######## design 1 ########
Design 1, metal 1:
(6 px per µm) Supply wires on this layer in grey. Cells faint in the background.
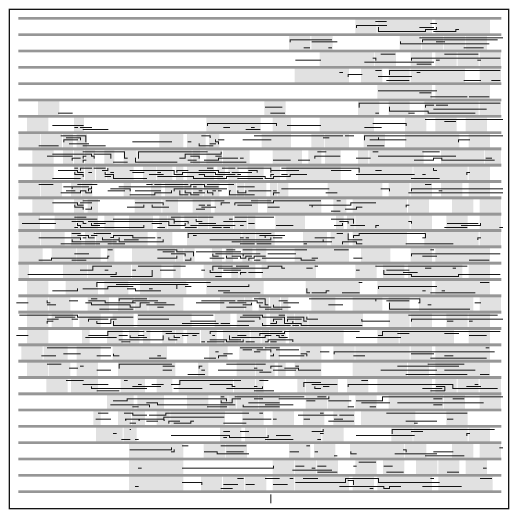

`src/rtl/rf_read_port_arbiter_if.sv`:
```
`default_nettype none
// =============================================================================
// rf_read_port_arbiter_if : request/grant and read-return bundle for the
// shared register-file read-port arbiter.                      Rev 1.0
// =============================================================================
interface rf_read_port_arbiter_if #(
   parameter int NREQ = 4,
   parameter int DW   = 32,
   parameter int AW   = 4
);
   logic [NREQ-1:0]    req;
   logic [NREQ*AW-1:0] addr;
   logic [NREQ*AW-1:0] len;
   logic               hold;
   logic [AW-1:0]      sel;
   logic [DW-1:0]      y;
   logic [NREQ-1:0]    gnt;
   logic [DW-1:0]      rd_data;
   logic [NREQ-1:0]    rd_valid;
   logic               rd_last;
   logic               busy;

   // Environment side: control unit requesters plus the external read mux
   modport master (
      output req, addr, len, hold, y,
      input  sel, gnt, rd_data, rd_valid, rd_last, busy
   );

   modport slave (
      input  req, addr, len, hold, y,
      output sel, gnt, rd_data, rd_valid, rd_last, busy
   );
endinterface
`default_nettype wire

```
`src/rtl/rf_read_port_arbiter.sv`:
```
`default_nettype none
// =============================================================================
// rf_read_port_arbiter : round-robin, burst-capable arbiter driving a shared
// register-file read mux select and returning registered data.  Rev 1.0
// =============================================================================
module rf_read_port_arbiter #(
   parameter int NREQ = 4,
   parameter int DW   = 32,
   parameter int AW   = 4
) (
   input  logic                  clk_i,
   input  logic                  rst_ni,
   rf_read_port_arbiter_if.slave bus
);
   localparam int PW = (NREQ > 1) ? $clog2(NREQ) : 1;

   typedef enum logic [0:0] {
      IDLE  = 1'b0,
      BURST = 1'b1
   } state_e;

   state_e          state_q, state_d;
   logic [PW-1:0]   ptr_q, ptr_d;
   logic [PW-1:0]   owner_q, owner_d;
   logic [AW-1:0]   cnt_q, cnt_d;
   logic [AW-1:0]   sel_q, sel_d;
   logic [NREQ-1:0] gnt_q, gnt_d;
   logic            iss_q, iss_d;
   logic            last_q, last_d;
   logic [DW-1:0]   rd_data_q, rd_data_d;
   logic [NREQ-1:0] rd_valid_q, rd_valid_d;
   logic            rd_last_q, rd_last_d;

   logic [AW-1:0]   addr_w [NREQ];
   logic [AW-1:0]   len_w  [NREQ];
   logic            win_found;
   logic [PW-1:0]   win_idx;

   for (genvar g = 0; g < NREQ; g++) begin : g_unpack
      assign addr_w[g] = bus.addr[g*AW +: AW];
      assign len_w[g]  = bus.len[g*AW +: AW];
   end

   function automatic logic [PW-1:0] rr_idx(input logic [PW-1:0] base, input int k);
      return PW'((int'(base) + k) % NREQ);
   endfunction

   // Scan downward so the requester closest to ptr overwrites the others
   always_comb begin
      win_found = 1'b0;
      win_idx   = '0;
      for (int k = NREQ - 1; k >= 0; k--) begin
         if (bus.req[rr_idx(ptr_q, k)]) begin
            win_found = 1'b1;
            win_idx   = rr_idx(ptr_q, k);
         end
      end
   end

   always_comb begin
      state_d = state_q;
      ptr_d   = ptr_q;
      owner_d = owner_q;
      cnt_d   = cnt_q;
      sel_d   = sel_q;
      last_d  = last_q;
      gnt_d   = '0;
      iss_d   = 1'b0;

      case (state_q)
         IDLE: begin
            if (!bus.hold && win_found) begin
               gnt_d[win_idx] = 1'b1;
               sel_d          = addr_w[win_idx];
               owner_d        = win_idx;
               cnt_d          = len_w[win_idx];
               iss_d          = 1'b1;
               ptr_d          = (win_idx == PW'(NREQ - 1)) ? '0 : win_idx + 1'b1;
               last_d         = (len_w[win_idx] == '0);
               if (len_w[win_idx] != '0) begin
                  state_d = BURST;
               end
            end
         end
         BURST: begin
            // Requests are ignored here: a burst is never preempted
            if (!bus.hold) begin
               sel_d  = sel_q + 1'b1;
               cnt_d  = cnt_q - 1'b1;
               iss_d  = 1'b1;
               last_d = (cnt_q == AW'(1));
               if (cnt_q == AW'(1)) begin
                  state_d = IDLE;
               end
            end
         end
         default: begin
            state_d = IDLE;
         end
      endcase

      // Data stage is never stalled: a beat issued last cycle always returns
      rd_data_d  = bus.y;
      rd_valid_d = '0;
      if (iss_q) begin
         rd_valid_d[owner_q] = 1'b1;
      end
      rd_last_d  = iss_q & last_q;
   end

   always_ff @(posedge clk_i or negedge rst_ni) begin
      if (!rst_ni) begin
         state_q    <= IDLE;
         ptr_q      <= '0;
         owner_q    <= '0;
         cnt_q      <= '0;
         sel_q      <= '0;
         gnt_q      <= '0;
         iss_q      <= 1'b0;
         last_q     <= 1'b0;
         rd_data_q  <= '0;
         rd_valid_q <= '0;
         rd_last_q  <= 1'b0;
      end else begin
         state_q    <= state_d;
         ptr_q      <= ptr_d;
         owner_q    <= owner_d;
         cnt_q      <= cnt_d;
         sel_q      <= sel_d;
         gnt_q      <= gnt_d;
         iss_q      <= iss_d;
         last_q     <= last_d;
         rd_data_q  <= rd_data_d;
         rd_valid_q <= rd_valid_d;
         rd_last_q  <= rd_last_d;
      end
   end

   assign bus.sel      = sel_q;
   assign bus.gnt      = gnt_q;
   assign bus.rd_data  = rd_data_q;
   assign bus.rd_valid = rd_valid_q;
   assign bus.rd_last  = rd_last_q;
   assign bus.busy     = (state_q == BURST) | iss_q;

endmodule
`default_nettype wire
```
`src/flat_wrapper.sv`:
```
// flat-port wrapper written by rule: the top's interface ports become plain ports
module rf_read_port_arbiter_flat 
#(
   parameter int NREQ = 4,
   parameter int DW   = 32,
   parameter int AW   = 4
)
  (clk_i, rst_ni, bus_req, bus_addr, bus_len, bus_hold, bus_y, bus_sel, bus_gnt, bus_rd_data, bus_rd_valid, bus_rd_last, bus_busy);
  rf_read_port_arbiter_if #(.NREQ(NREQ), .DW(DW), .AW(AW)) bus_i ();
  input  logic clk_i;
  input  logic rst_ni;
  input wire logic [$bits(bus_i.req)-1:0] bus_req;
  input wire logic [$bits(bus_i.addr)-1:0] bus_addr;
  input wire logic [$bits(bus_i.len)-1:0] bus_len;
  input wire logic [$bits(bus_i.hold)-1:0] bus_hold;
  input wire logic [$bits(bus_i.y)-1:0] bus_y;
  output wire logic [$bits(bus_i.sel)-1:0] bus_sel;
  output wire logic [$bits(bus_i.gnt)-1:0] bus_gnt;
  output wire logic [$bits(bus_i.rd_data)-1:0] bus_rd_data;
  output wire logic [$bits(bus_i.rd_valid)-1:0] bus_rd_valid;
  output wire logic [$bits(bus_i.rd_last)-1:0] bus_rd_last;
  output wire logic [$bits(bus_i.busy)-1:0] bus_busy;
  assign bus_i.req = bus_req;
  assign bus_i.addr = bus_addr;
  assign bus_i.len = bus_len;
  assign bus_i.hold = bus_hold;
  assign bus_i.y = bus_y;
  assign bus_sel = bus_i.sel;
  assign bus_gnt = bus_i.gnt;
  assign bus_rd_data = bus_i.rd_data;
  assign bus_rd_valid = bus_i.rd_valid;
  assign bus_rd_last = bus_i.rd_last;
  assign bus_busy = bus_i.busy;
  rf_read_port_arbiter #(.NREQ(NREQ), .DW(DW), .AW(AW)) u_core (.clk_i(clk_i), .rst_ni(rst_ni), .bus(bus_i));
endmodule
```
`config.mk`:
```
export PLATFORM = sky130hd
export DESIGN_NAME = rf_read_port_arbiter_flat
export DESIGN_NICKNAME = d
export VERILOG_FILES = /design/src/rtl/rf_read_port_arbiter_if.sv /design/src/rtl/rf_read_port_arbiter.sv /design/src/flat_wrapper.sv
export SDC_FILE = /design/constraint.sdc
export NUM_CORES = 1
export LEC_CHECK = 0
export CORE_UTILIZATION = 37
export DETAILED_ROUTE_END_ITERATION = 10
export GPL_TIMING_DRIVEN = 0
export PLACE_DENSITY = 0.75
export SLEW_MARGIN = 40
export SYNTH_ARGS = -nofsm -noshare
export SYNTH_HDL_FRONTEND = slang
export SYNTH_SLANG_ARGS = --single-unit
```
`constraint.sdc`:
```
create_clock -name clk_i -period 2.05 [get_ports clk_i]
set_clock_uncertainty 0.15 [all_clocks]
set_input_delay 0.41 -clock clk_i [delete_from_list [all_inputs] [get_ports clk_i]]
set_output_delay 0.41 -clock clk_i [all_outputs]
set_load 0.02 [all_outputs]
```
######## design 2 ########
==> config.mk <==
export PLATFORM = sky130hd
export DESIGN_NAME = uart_tx_feeder
export DESIGN_NICKNAME = d
export VERILOG_FILES = /design/src/rtl/uart_pkg.sv /design/src/rtl/sync_fifo.sv /design/src/rtl/uart_tx_feeder.sv
export SDC_FILE = /design/constraint.sdc
export NUM_CORES = 1
export LEC_CHECK = 0
export CORE_MARGIN = 2
export CORE_UTILIZATION = 63
export CTS_BUF_LIST = sky130_fd_sc_hd__clkbuf_4 sky130_fd_sc_hd__clkbuf_8
export CTS_CLUSTER_SIZE = 28
export DETAILED_ROUTE_END_ITERATION = 6
export PLACE_DENSITY = 0.83
export SLEW_MARGIN = 20
export SYNTH_ARGS = -nofsm -noshare
export SYNTH_HDL_FRONTEND = slang
export SYNTH_SLANG_ARGS = --single-unit
==> constraint.sdc <==
create_clock -name CLK -period 2.59 [get_ports CLK]
set_input_delay 0.6475 -clock CLK [delete_from_list [all_inputs] [get_ports CLK]]
set_output_delay 0.6475 -clock CLK [all_outputs]
set_load 0.02 [all_outputs]
==> src/rtl/uart_pkg.sv <==
// Shared definitions for the UART transmit feeder: state encoding and data width.
package uart_pkg;

  localparam int UART_DATA_W = 8;

  typedef enum logic [1:0] {
    ST_IDLE    = 2'd0,
    ST_SEND    = 2'd1,
    ST_RELEASE = 2'd2
  } state_e;

endpackage : uart_pkg

==> src/rtl/sync_fifo.sv <==
// Single-clock FIFO with a separate occupancy counter and registered Full/Empty flags.
module sync_fifo #(
  parameter int DEPTH  = 16,
  parameter int ADDR_W = 4,
  parameter int WIDTH  = 8
) (
  input  logic              clk,
  input  logic              rst,
  input  logic              wr_en,
  input  logic [WIDTH-1:0]  wr_data,
  input  logic              rd_en,
  output logic [WIDTH-1:0]  rd_data,
  output logic              full,
  output logic              empty,
  output logic [ADDR_W:0]   count,
  output logic              wr_reject
);

  localparam logic [ADDR_W:0]   DEPTH_CNT = (ADDR_W+1)'(DEPTH);
  localparam logic [ADDR_W-1:0] PTR_ONE   = ADDR_W'(1);
  localparam logic [ADDR_W:0]   CNT_ONE   = (ADDR_W+1)'(1);

  logic [WIDTH-1:0]  mem_q [DEPTH];
  logic [WIDTH-1:0]  mem_d [DEPTH];
  logic [ADDR_W-1:0] wr_ptr_q, wr_ptr_d;
  logic [ADDR_W-1:0] rd_ptr_q, rd_ptr_d;
  logic [ADDR_W:0]   count_q, count_d;
  logic              full_q, full_d;
  logic              empty_q, empty_d;
  logic              wr_accept;
  logic              rd_accept;

  // The flags are registered, so a write in the same cycle as a pop at Full is still rejected.
  assign wr_accept = wr_en && !full_q;
  assign rd_accept = rd_en && !empty_q;

  // Next-state for storage, pointers, occupancy counter and flags.
  always_comb begin
    mem_d    = mem_q;
    wr_ptr_d = wr_ptr_q;
    rd_ptr_d = rd_ptr_q;
    count_d  = count_q;

    if (wr_accept) begin
      mem_d[wr_ptr_q] = wr_data;
      wr_ptr_d        = wr_ptr_q + PTR_ONE;
    end else begin
      wr_ptr_d = wr_ptr_q;
    end

    if (rd_accept) begin
      rd_ptr_d = rd_ptr_q + PTR_ONE;
    end else begin
      rd_ptr_d = rd_ptr_q;
    end

    case ({wr_accept, rd_accept})
      2'b10:   count_d = count_q + CNT_ONE;
      2'b01:   count_d = count_q - CNT_ONE;
      default: count_d = count_q;
    endcase

    full_d  = (count_d == DEPTH_CNT);
    empty_d = (count_d == {(ADDR_W+1){1'b0}});
  end

  // State registers with synchronous reset; storage is cleared too so outputs are deterministic.
  always_ff @(posedge clk) begin
    if (rst) begin
      for (int i = 0; i < DEPTH; i++) begin
        mem_q[i] <= {WIDTH{1'b0}};
      end
      wr_ptr_q <= {ADDR_W{1'b0}};
      rd_ptr_q <= {ADDR_W{1'b0}};
      count_q  <= {(ADDR_W+1){1'b0}};
      full_q   <= 1'b0;
      empty_q  <= 1'b1;
    end else begin
      for (int i = 0; i < DEPTH; i++) begin
        mem_q[i] <= mem_d[i];
      end
      wr_ptr_q <= wr_ptr_d;
      rd_ptr_q <= rd_ptr_d;
      count_q  <= count_d;
      full_q   <= full_d;
      empty_q  <= empty_d;
    end
  end

  assign rd_data   = mem_q[rd_ptr_q];
  assign full      = full_q;
  assign empty     = empty_q;
  assign count     = count_q;
  assign wr_reject = wr_en && full_q;

endmodule : sync_fifo

==> src/rtl/uart_tx_feeder.sv <==
// Buffers producer bytes and hands them one at a time to the UART transmitter,
// completing the transmitter's done/release handshake between frames.
module uart_tx_feeder
  import uart_pkg::*;
#(
  parameter int DEPTH  = 16,
  parameter int ADDR_W = 4
) (
  input  logic                   CLK,
  input  logic                   RST,
  input  logic                   WR_En,
  input  logic [UART_DATA_W-1:0] WR_Data,
  output logic                   Full,
  output logic                   Empty,
  output logic [ADDR_W:0]        Count,
  output logic                   Overflow,
  input  logic                   TX_Done_Sig,
  output logic                   TX_Data_Valid,
  output logic [UART_DATA_W-1:0] TX_Data,
  output logic                   Busy
);

  state_e                 state_q, state_d;
  logic                   valid_q, valid_d;
  logic [UART_DATA_W-1:0] data_q, data_d;
  logic                   busy_q, busy_d;
  logic                   overflow_q, overflow_d;
  logic                   pop_s;
  logic [UART_DATA_W-1:0] fifo_rd_data;
  logic                   fifo_full;
  logic                   fifo_empty;
  logic                   fifo_reject;
  logic [ADDR_W:0]        fifo_count;

  sync_fifo #(
    .DEPTH  (DEPTH),
    .ADDR_W (ADDR_W),
    .WIDTH  (UART_DATA_W)
  ) u_fifo (
    .clk       (CLK),
    .rst       (RST),
    .wr_en     (WR_En),
    .wr_data   (WR_Data),
    .rd_en     (pop_s),
    .rd_data   (fifo_rd_data),
    .full      (fifo_full),
    .empty     (fifo_empty),
    .count     (fifo_count),
    .wr_reject (fifo_reject)
  );

  // Handshake sequencer: next state, frame data capture, pop request and output flags.
  always_comb begin
    state_d    = state_q;
    valid_d    = valid_q;
    data_d     = data_q;
    pop_s      = 1'b0;
    overflow_d = fifo_reject;

    case (state_q)
      ST_IDLE: begin
        if (!fifo_empty) begin
          data_d  = fifo_rd_data;
          valid_d = 1'b1;
          pop_s   = 1'b1;
          state_d = ST_SEND;
        end else begin
          valid_d = 1'b0;
          state_d = ST_IDLE;
        end
      end
      ST_SEND: begin
        valid_d = 1'b1;
        if (TX_Done_Sig) begin
          state_d = ST_RELEASE;
        end else begin
          state_d = ST_SEND;
        end
      end
      ST_RELEASE: begin
        // Valid stays high during this cycle so the transmitter can return to idle.
        valid_d = 1'b0;
        state_d = ST_IDLE;
      end
      default: begin
        valid_d = 1'b0;
        state_d = ST_IDLE;
      end
    endcase

    busy_d = (state_d != ST_IDLE);
  end

  // Sequencer and output registers; reset aborts any frame in flight.
  always_ff @(posedge CLK) begin
    if (RST) begin
      state_q    <= ST_IDLE;
      valid_q    <= 1'b0;
      data_q     <= {UART_DATA_W{1'b0}};
      busy_q     <= 1'b0;
      overflow_q <= 1'b0;
    end else begin
      state_q    <= state_d;
      valid_q    <= valid_d;
      data_q     <= data_d;
      busy_q     <= busy_d;
      overflow_q <= overflow_d;
    end
  end

  assign TX_Data_Valid = valid_q;
  assign TX_Data       = data_q;
  assign Busy          = busy_q;
  assign Overflow      = overflow_q;
  assign Full          = fifo_full;
  assign Empty         = fifo_empty;
  assign Count         = fifo_count;

endmodule : uart_tx_feeder


## Gallery

Placement density heat map.
panel A
(3 px per µm) The die is cut into 11 by 11 equal tiles; dark blue is low, red is high, 0 to 100% covered.
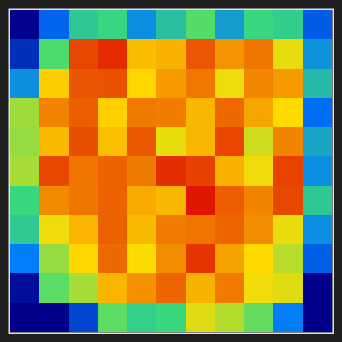
panel B
(4 px per µm) The die is cut into 8 by 8 equal tiles; dark blue is low, red is high, 0 to 100% covered.
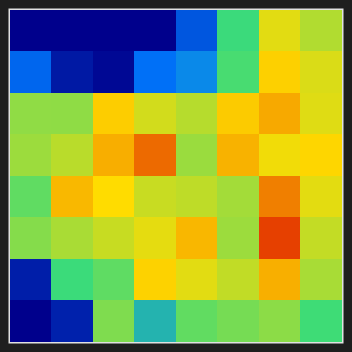
design 1 -> panel B
design 2 -> panel A
The one with the largest die is panel A.
The one with the highest utilization is panel A.

Design 1, cell classes on the final placement:
(4 px per µm)
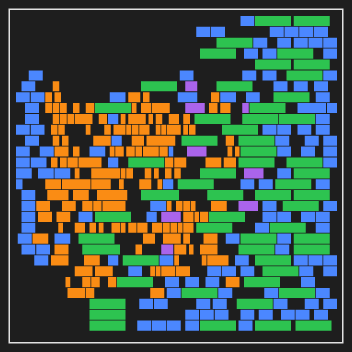
class	colour	cells
remaining buffers and delay cells	blue	131
sequential cells	green	56
clock drivers and dummy loads	purple	8
remaining logic cells	orange	138
final core utilization: 61.79%
floorplan row count: 29
Floorplan Core Area: 6350 µm²
post-layout instance area: 3924 µm²
fraction of standard cell area that is sequential: 35.78%

Design 1, wires at chosen ports, followed through buffers:
(3 px per µm)
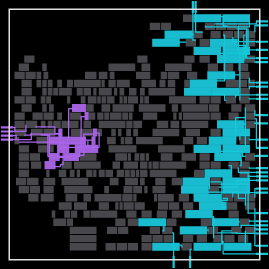
port	colour	bits	direction	end cells	wire
bus_req	purple	4	input	13	190 µm
bus_rd_data	cyan	32	output	32	462 µm
count of buffers inserted at the top-level ports: 116
number of top-level pins: 117

Notes on 'metal 1' of design 1 above:
nets with wire on the layer	340
share of all routed wire	45%
global-route track usage on met1: 24.49%
vias after detailed routing: 2020
wire length reported by the detailed router: 5940 µm

==> run summary, design 1 <==
The layout was made with Yosys and OpenROAD.

The floorplan report lists the tap cell count as 77. The final reports fail on negative setup slack. The hold violation count in the final report is 0. The most instantiated flip-flop cell in the synthesis netlist is sky130_fd_sc_hd__dfrtp_1. In this run the critical register-to-register path is launched from u_core.ptr_q[0]. Clock-pin slew was measured on the worst setup and hold paths at 0.10 ns. Among cell families on the critical path, the largest total delay comes from AND-OR/OR-AND gates. The final critical delay including setup and external delays is 2.079 ns. The final setup violation count is 1. The library cell contributing the largest single delay on the critical path is sky130_fd_sc_hd__dfrtp_1. The type recorded for the worst min-delay path is reg2reg.

The post-synthesis instance total is 199. The flow ran to the end, but the final reports show violations. The worst path setup slack after routing is -0.02942 ns.

The vertical extent of the die is 83.00 µm. The total number of warnings across the stage logs is 32. The ratio of cells with drive above 1 in the final layout is 16.82%.

The count of clock buffers in the final design is 5. The post-CTS setup repair buffer count is 3.
design 1: layout by cell type (no fill, tap or decap), types with 3 or more instances in the layout:
cell type	netlist	routed
sky130_fd_sc_hd__a21oi_1	7	6
sky130_fd_sc_hd__a31oi_1	4	4
sky130_fd_sc_hd__and3_1	5	5
sky130_fd_sc_hd__buf_4	0	7
sky130_fd_sc_hd__buf_6	3	5
sky130_fd_sc_hd__clkbuf_8	1	6
sky130_fd_sc_hd__clkdlybuf4s15_2	0	4
sky130_fd_sc_hd__clkdlybuf4s50_1	0	110
sky130_fd_sc_hd__dfrtp_1	56	54
sky130_fd_sc_hd__ha_1	7	7
sky130_fd_sc_hd__inv_1	8	8
sky130_fd_sc_hd__mux2_2	4	4
sky130_fd_sc_hd__mux2i_1	9	9
sky130_fd_sc_hd__nand2_1	10	9
sky130_fd_sc_hd__nand3_1	16	15
sky130_fd_sc_hd__nand3b_1	3	3
sky130_fd_sc_hd__nor2_1	13	12
sky130_fd_sc_hd__o21ai_0	12	12
design 1: stage by stage:
stage,instance area [µm²],cells
after detailed placement,3702,393
after global placement,3685,392
after global routing,3924,410
after floorplan,2427,199
after CTS,3869,405
final,3924,410
Design 2, cell classes on the final placement:
(3 px per µm)
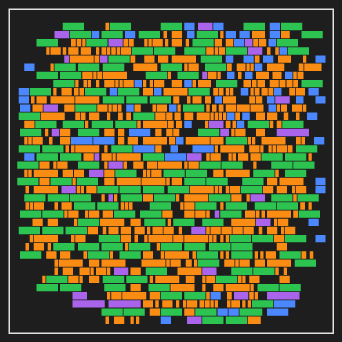
class	colour	cells
clock drivers and dummy loads	purple	32
remaining buffers and delay cells	blue	63
sequential cells	green	156
remaining logic cells	orange	435
fraction of standard cell area that is sequential: 39.91%
post-layout instance area: 7828 µm²

Design 2, cell outlines without signal wires:
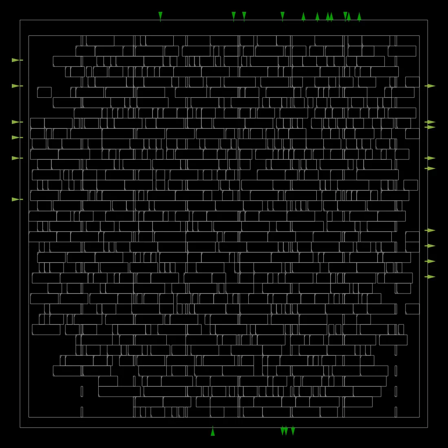
number of tap cells added at floorplan: 136
Flop Count: 156
floorplan row count: 37
filler cell count: 691
tally of non-filler cells in the final layout: 822

==> run summary, design 2 <==
The layout was made with Yosys and OpenROAD.

Registers take 3124 µm². The portion of the post-synthesis area used by sequential elements is 46.28%. For this run the detailed placement stage logged an HPWL of 9949 µm. Net switching is 29.36% of the power. The count of placed standard cells including taps is 790.

On the worst setup and hold paths after CTS, the clock-pin slew comes to 0.08 ns. The top logic cell family in the synthesized netlist is multiplexers. The number of CTS-inserted buffers is 17. In the final layout, the multi-input gates occupy 3428 µm². The most used flip-flop cell after synthesis is sky130_fd_sc_hd__dfxtp_1. The power report lists cell-internal power as 0.004307 W.

The startpoint identified for the worst register-to-register timing path is state_q[1]. The slowest stage of the critical path belongs to the cell sky130_fd_sc_hd__clkdlybuf4s50_1. In the final report, the number of hold violations comes to 0. The worst hold path stage count is 2. The number of optimization iterations in the first detailed-route pass is 5. Per the detail_route log, met3 wirelength is 887 µm. The run finished with clean final reports.

The post-placement worst setup slack is -0.2746 ns. The horizontal die dimension reported for this design is 107.5 µm. After detailed routing, no signal wire sits above met4. The ratio of cells with drive above 1 in the final layout is 18.22%. The placer's final routability congestion estimate is 0.8559. The clock passes through at most 2 buffers. After technology mapping, the gate count stands at 637. The synthesized netlist contains 36 unique library cells. The cell type taking the most area is logic gates.
[design 2: per-stage QoR]
stage | util, % | area (µm²)
after floorplan | - | 6748
final | 75.48 | 7828
after CTS | 75.41 | 7820
after detailed placement | 71.19 | 7382
after global routing | 75.48 | 7828
after global placement | 71.19 | 7382
[design 2: cells in the final DEF (no fill, tap or decap), types with 9 or more instances in the layout]
cell                              instances
sky130_fd_sc_hd__a21oi_1                 23
sky130_fd_sc_hd__buf_4                   27
sky130_fd_sc_hd__clkbuf_8                19
sky130_fd_sc_hd__clkdlybuf4s50_1         28
sky130_fd_sc_hd__dfxtp_1                155
sky130_fd_sc_hd__mux2i_1                121
sky130_fd_sc_hd__mux4_2                  40
sky130_fd_sc_hd__nand2_1                 39
sky130_fd_sc_hd__nor2_1                 134
sky130_fd_sc_hd__nor2_2                  11
sky130_fd_sc_hd__o21ai_0                  9
[design 2: state kept, by name, indices dropped and copies added (netlist names)]
signal,count
Busy,1
Overflow,1
TX_Data,8
TX_Data_Valid,1
state_q,2
u_fifo.count,5
u_fifo.empty,1
u_fifo.full,1
u_fifo.mem_q,128
u_fifo.rd_ptr_q,4
u_fifo.wr_ptr_q,4

######## design 3 ########
===== config.mk =====
export PLATFORM = sky130hd
export DESIGN_NAME = multicycle_control_unit
export DESIGN_NICKNAME = d
export VERILOG_FILES = /design/src/rtl/multicycle_control_unit.sv
export SDC_FILE = /design/constraint.sdc
export NUM_CORES = 1
export LEC_CHECK = 0
export CORE_ASPECT_RATIO = 1.25
export CORE_MARGIN = 5
export CORE_UTILIZATION = 54
export CTS_BUF_LIST = sky130_fd_sc_hd__clkbuf_4 sky130_fd_sc_hd__clkbuf_8 sky130_fd_sc_hd__clkbuf_16
export DETAILED_ROUTE_END_ITERATION = 16
export GPL_TIMING_DRIVEN = 0
export PLACE_DENSITY_LB_ADDON = 0.2
export SLEW_MARGIN = 20
export SYNTH_ARGS = -nofsm -noshare
export SYNTH_HDL_FRONTEND = slang
export SYNTH_SLANG_ARGS = --single-unit

===== constraint.sdc =====
create_clock -name clk -period 4.5 [get_ports clk]
set_clock_uncertainty 0.05 [all_clocks]
set_input_delay 0.675 -clock clk [delete_from_list [all_inputs] [get_ports clk]]
set_output_delay 0.675 -clock clk [all_outputs]
set_load 0.01 [all_outputs]

===== src/rtl/multicycle_control_unit.sv =====
`default_nettype none
// ============================================================================
// Module      : multicycle_control_unit
// Description : Multi-cycle RV32I control FSM. Steps each instruction through
//               FETCH, DECODE, EXEC, MEM and WB, drives datapath enables and
//               selects, handshakes with instruction/data memory via req/ready
//               under a stall watchdog, traps on illegal opcodes or memory
//               timeouts, and counts retired instructions.
// Ports       : clk, rst                    - clock, async active-high reset
//               opcode, branch_taken        - IR opcode, ALU branch result
//               imem_ready, dmem_ready      - memory acknowledges
//               imem_req, dmem_req, dmem_we - memory requests
//               ir_write, pc_write, pc_src  - fetch / PC control
//               alu_src, alu_op, mem_to_reg - datapath selects
//               reg_write, retire           - writeback enable, retire pulse
//               retired_count               - wrapping retire counter
//               trap, trap_cause            - sticky halt and its reason
// Revision    : 1.0 - initial release
// ============================================================================
module multicycle_control_unit #(
  parameter int MEM_TIMEOUT = 16,  // 0 disables the watchdog
  parameter int TO_WIDTH    = 8,   // MEM_TIMEOUT must fit in TO_WIDTH bits
  parameter int RET_WIDTH   = 32
) (
  input  logic                 clk,
  input  logic                 rst,
  input  logic [6:0]           opcode,
  input  logic                 branch_taken,
  input  logic                 imem_ready,
  input  logic                 dmem_ready,
  output logic                 imem_req,
  output logic                 dmem_req,
  output logic                 dmem_we,
  output logic                 ir_write,
  output logic                 pc_write,
  output logic [1:0]           pc_src,
  output logic [1:0]           alu_src,
  output logic [1:0]           alu_op,
  output logic [2:0]           mem_to_reg,
  output logic                 reg_write,
  output logic                 retire,
  output logic [RET_WIDTH-1:0] retired_count,
  output logic                 trap,
  output logic [1:0]           trap_cause
);

  typedef enum logic [2:0] {
    ST_RST    = 3'd0,
    ST_FETCH  = 3'd1,
    ST_DECODE = 3'd2,
    ST_EXEC   = 3'd3,
    ST_MEM    = 3'd4,
    ST_WB     = 3'd5,
    ST_TRAP   = 3'd6
  } state_t;

  typedef enum logic [3:0] {
    OP_R       = 4'd0,
    OP_I       = 4'd1,
    OP_LOAD    = 4'd2,
    OP_STORE   = 4'd3,
    OP_BRANCH  = 4'd4,
    OP_JAL     = 4'd5,
    OP_JALR    = 4'd6,
    OP_LUI     = 4'd7,
    OP_AUIPC   = 4'd8,
    OP_ILLEGAL = 4'd9
  } op_t;

  localparam logic [1:0] C_CAUSE_ILLEGAL = 2'b00;
  localparam logic [1:0] C_CAUSE_IMEM    = 2'b01;
  localparam logic [1:0] C_CAUSE_DMEM    = 2'b10;
  // Count value seen on the last permitted wait cycle.
  localparam logic [TO_WIDTH-1:0] C_TO_LAST = TO_WIDTH'(MEM_TIMEOUT - 1);

  state_t                state_q, state_d;
  op_t                   op_q, op_d;
  op_t                   op_dec;
  logic [TO_WIDTH-1:0]   wd_cnt_q, wd_cnt_d;
  logic [1:0]            cause_q, cause_d;
  logic [RET_WIDTH-1:0]  ret_cnt_q, ret_cnt_d;
  logic                  waiting;
  logic                  timeout;
  logic [1:0]            sel_alu_src;
  logic [1:0]            sel_alu_op;
  logic [2:0]            sel_wb;

  // Opcode to op class.
  always_comb begin
    case (opcode)
      7'd51:   op_dec = OP_R;
      7'd19:   op_dec = OP_I;
      7'd3:    op_dec = OP_LOAD;
      7'd35:   op_dec = OP_STORE;
      7'd99:   op_dec = OP_BRANCH;
      7'd111:  op_dec = OP_JAL;
      7'd103:  op_dec = OP_JALR;
      7'd55:   op_dec = OP_LUI;
      7'd23:   op_dec = OP_AUIPC;
      default: op_dec = OP_ILLEGAL;
    endcase
  end

  // Datapath selects for the latched op class.
  always_comb begin
    sel_alu_src = 2'b00;
    sel_alu_op  = 2'b00;
    sel_wb      = 3'b000;
    case (op_q)
      OP_R:      sel_alu_op = 2'b11;
      OP_I:      begin sel_alu_src = 2'b01; sel_alu_op = 2'b10; end
      OP_LOAD:   begin sel_alu_src = 2'b01; sel_wb = 3'b001; end
      OP_STORE:  sel_alu_src = 2'b10;
      OP_BRANCH: sel_alu_op = 2'b01;
      OP_JAL:    sel_wb = 3'b010;
      OP_JALR:   begin sel_alu_src = 2'b01; sel_wb = 3'b010; end
      OP_LUI:    sel_wb = 3'b011;
      OP_AUIPC:  sel_wb = 3'b100;
      default:   sel_wb = 3'b000;
    endcase
  end

  // A request is outstanding and not yet acknowledged this cycle.
  assign waiting = ((state_q == ST_FETCH) && !imem_ready) ||
                   ((state_q == ST_MEM)   && !dmem_ready);
  // Fires on the MEM_TIMEOUT-th consecutive wait cycle; a same-cycle ready
  // clears waiting, so ready always wins.
  assign timeout = (MEM_TIMEOUT != 0) && waiting && (wd_cnt_q == C_TO_LAST);

  always_comb begin
    state_d    = state_q;
    op_d       = op_q;
    cause_d    = cause_q;
    imem_req   = 1'b0;
    dmem_req   = 1'b0;
    dmem_we    = 1'b0;
    ir_write   = 1'b0;
    pc_write   = 1'b0;
    pc_src     = 2'b00;
    alu_src    = 2'b00;
    alu_op     = 2'b00;
    mem_to_reg = 3'b000;
    reg_write  = 1'b0;
    retire     = 1'b0;
    trap       = 1'b0;

    // Selects are held stable for the whole back half of the instruction.
    if (state_q == ST_EXEC || state_q == ST_MEM || state_q == ST_WB) begin
      alu_src    = sel_alu_src;
      alu_op     = sel_alu_op;
      mem_to_reg = sel_wb;
    end

    case (state_q)
      ST_RST: state_d = ST_FETCH;
      ST_FETCH: begin
        imem_req = 1'b1;
        if (imem_ready) begin
          ir_write = 1'b1;
          state_d  = ST_DECODE;
        end else if (timeout) begin
          state_d = ST_TRAP;
          cause_d = C_CAUSE_IMEM;
        end
      end
      ST_DECODE: begin
        op_d = op_dec;
        if (op_dec == OP_ILLEGAL) begin
          state_d = ST_TRAP;
          cause_d = C_CAUSE_ILLEGAL;
        end else begin
          state_d = ST_EXEC;
        end
      end
      ST_EXEC: begin
        case (op_q)
          OP_BRANCH: begin
            pc_write = 1'b1;
            pc_src   = branch_taken ? 2'b01 : 2'b00;
            retire   = 1'b1;
            state_d  = ST_FETCH;
          end
          OP_LOAD, OP_STORE: state_d = ST_MEM;
          default:           state_d = ST_WB;
        endcase
      end
      ST_MEM: begin
        dmem_req = 1'b1;
        dmem_we  = (op_q == OP_STORE);
        if (dmem_ready) begin
          if (op_q == OP_STORE) begin
            pc_write = 1'b1;
            retire   = 1'b1;
            state_d  = ST_FETCH;
          end else begin
            state_d = ST_WB;
          end
        end else if (timeout) begin
          state_d = ST_TRAP;
          cause_d = C_CAUSE_DMEM;
        end
      end
      ST_WB: begin
        reg_write = 1'b1;
        pc_write  = 1'b1;
        retire    = 1'b1;
        if (op_q == OP_JAL)       pc_src = 2'b10;
        else if (op_q == OP_JALR) pc_src = 2'b11;
        state_d = ST_FETCH;
      end
      ST_TRAP: trap = 1'b1;
      default: state_d = ST_RST;
    endcase

    // Watchdog restarts on every state change, so each FETCH/MEM visit
    // starts from zero.
    if (state_d != state_q)
      wd_cnt_d = '0;
    else if (waiting)
      wd_cnt_d = wd_cnt_q + 1'b1;
    else
      wd_cnt_d = wd_cnt_q;

    ret_cnt_d = ret_cnt_q + {{(RET_WIDTH-1){1'b0}}, retire};
  end

  always_ff @(posedge clk or posedge rst) begin
    if (rst) begin
      state_q   <= ST_RST;
      op_q      <= OP_R;
      wd_cnt_q  <= '0;
      cause_q   <= C_CAUSE_ILLEGAL;
      ret_cnt_q <= '0;
    end else begin
      state_q   <= state_d;
      op_q      <= op_d;
      wd_cnt_q  <= wd_cnt_d;
      cause_q   <= cause_d;
      ret_cnt_q <= ret_cnt_d;
    end
  end

  assign retired_count = ret_cnt_q;
  // cause_q only changes on entry to TRAP, so it reads 00 everywhere else.
  assign trap_cause    = cause_q;

endmodule
`default_nettype wire

Design 3, cell classes on the final placement:
(4 px per µm)
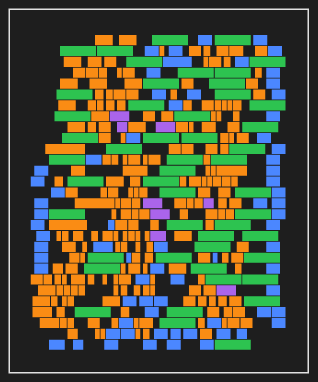
class	colour	cells
remaining logic cells	orange	206
sequential cells	green	49
clock drivers and dummy loads	purple	8
remaining buffers and delay cells	blue	70
post-layout instance area: 3592 µm²
final core utilization: 71.22%
fraction of standard cell area that is sequential: 34.13%

Design 3, cell outlines without signal wires:
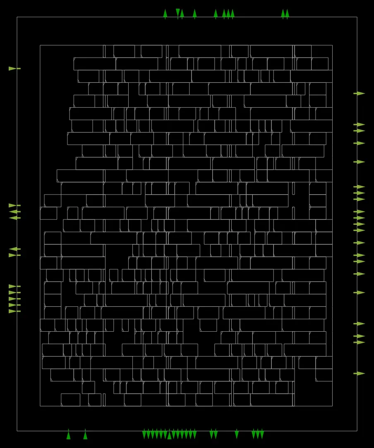
tally of non-filler cells in the final layout: 395
Floorplan Core Area: 5044 µm²
Flop Count: 49

Design 3, placement density heat map:
(4 px per µm) The die is cut into 7 by 9 equal tiles; dark blue is low, red is high, 0 to 100% covered.
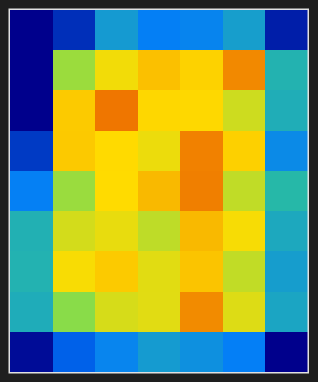
nearly empty tiles	6.3%
tiles over 75% full	29%
emptiest ninth of the die	north-west
densest ninth of the die	centre
initial core utilization: 55.49%

synthesized netlist by cell type, types with 4 or more instances:
master	n	area share (%)
sky130_fd_sc_hd__nor3_1	7	1.3
sky130_fd_sc_hd__a21oi_1	8	1.4
sky130_fd_sc_hd__nand2_1	18	2.4
sky130_fd_sc_hd__nand3_1	21	3.8
sky130_fd_sc_hd__nor2_1	20	2.7
sky130_fd_sc_hd__inv_1	4	0.54
sky130_fd_sc_hd__and3_1	8	1.8
sky130_fd_sc_hd__xnor2_1	26	8.1
sky130_fd_sc_hd__nor4_2	9	4.0
sky130_fd_sc_hd__xor2_1	13	4.1
sky130_fd_sc_hd__and2_1	4	0.89
sky130_fd_sc_hd__o21ai_0	4	0.72
sky130_fd_sc_hd__dfrtp_1	49	44
sky130_fd_sc_hd__nand4_1	10	2.2
layout make-up:
type                            count  share of cell area, %
Multi-Input combinational cell    200                  41.03
Clock inverter                      3                 0.7315
Sequential cell                    49                  34.13
Clock buffer                        5                  1.916
Timing Repair Buffer               61                  17.28
Inverter                            6                 0.7663
Buffer                              9                  1.985
Tap cell                           62                  2.160
state kept, by name, indices dropped and copies added (netlist names):
signal and flops:
retired_count 32, state_q 3, op_q 4, wd_cnt_q 8
trap_cause 2
==> run summary <==
The layout was made with Yosys and OpenROAD.

Max-slew check failures listed in the final report amount to 0. The start point of the worst min-delay path is retired_count[31]. By instance count after routing, the leading logic cell type is sky130_fd_sc_hd__clkdlybuf4s50_1. The setup check on the worst reg-to-reg path leaves a slack of 1.40 ns. According to the Yosys statistics, the synthesized design has a chip area of 2799 µm².

Post-synth the commonest register cell is sky130_fd_sc_hd__dfrtp_1. The area taken by multi-input combinational cells is reported as 1474 µm². After synthesis, the netlist uses 62 different library cells.

The via count of the first global-routing pass was 2188. The setup TNS is 0 ns. Post-CTS timing repair inserted 0 buffers for setup. In the final routed layout, each cell accounts on average for 15.02 µm. The switching portion of total power is 39.17%. The sink of the worst hold path is retired_count[31]. The number of warnings reported in the stage logs is 26. The power spent charging and discharging nets is 0.0005735 W. Global routing used 31.89% of the available met2 tracks. The combinational power reported by the tool is 0.000643 W. According to the report, the first pass of detailed routing completed in 4 iterations. The routed layout has 2212 vias. The biggest slice of the total power is consumed by combinational logic. The CTS tree is yes. The flow ran to the end, and the final reports show no timing, DRC or antenna violations. The share of total power dissipated in combinational logic is 43.9%. Summed over all sequential cells, the power is 0.000549 W. After layout, the design draws a total of 0.001464 W. The worst relative slew slack is 56.09%. For this run, the detailed router reports a per-instance via density of 5.600. For this run, design rule violations remaining after detail routing come to 0.

The data required time of the critical path is 4.65 ns. The die is 90.49 µm tall. The mean post-synth cell area is 10.60 µm².

The first routing iteration left 122 violations. The worst path setup slack after routing is 1.342 ns. Per the timing report, the biggest fanout along the worst path comes to 5. The fraction of the mapped netlist area in simple logic gates is 27.98%.

In this run, power in the clock network comes to 0.000273 W. The share of synthesized area spent on multiplexers is 0.7152%. Per the synth stats, the proportion of register bits with asynchronous set or reset is 100.0%.

The share of total power dissipated in the clock network is 18.7%. The area fraction in full adders, half adders and majority gates is 1.341%. Counting both buffers and inverters, the worst setup path holds a total of 3. Setup repair after global routing left no endpoint under its margin. The synthesized-area fraction occupied by ao, oa, aoi and oai cells is 9.432%. The number of H-tree branching levels is 2. The final setup violation count is 0. During synthesis, Yosys emitted a total of 0 warnings.

Power figures rest on the tool's default switching activity, not on a simulated workload.
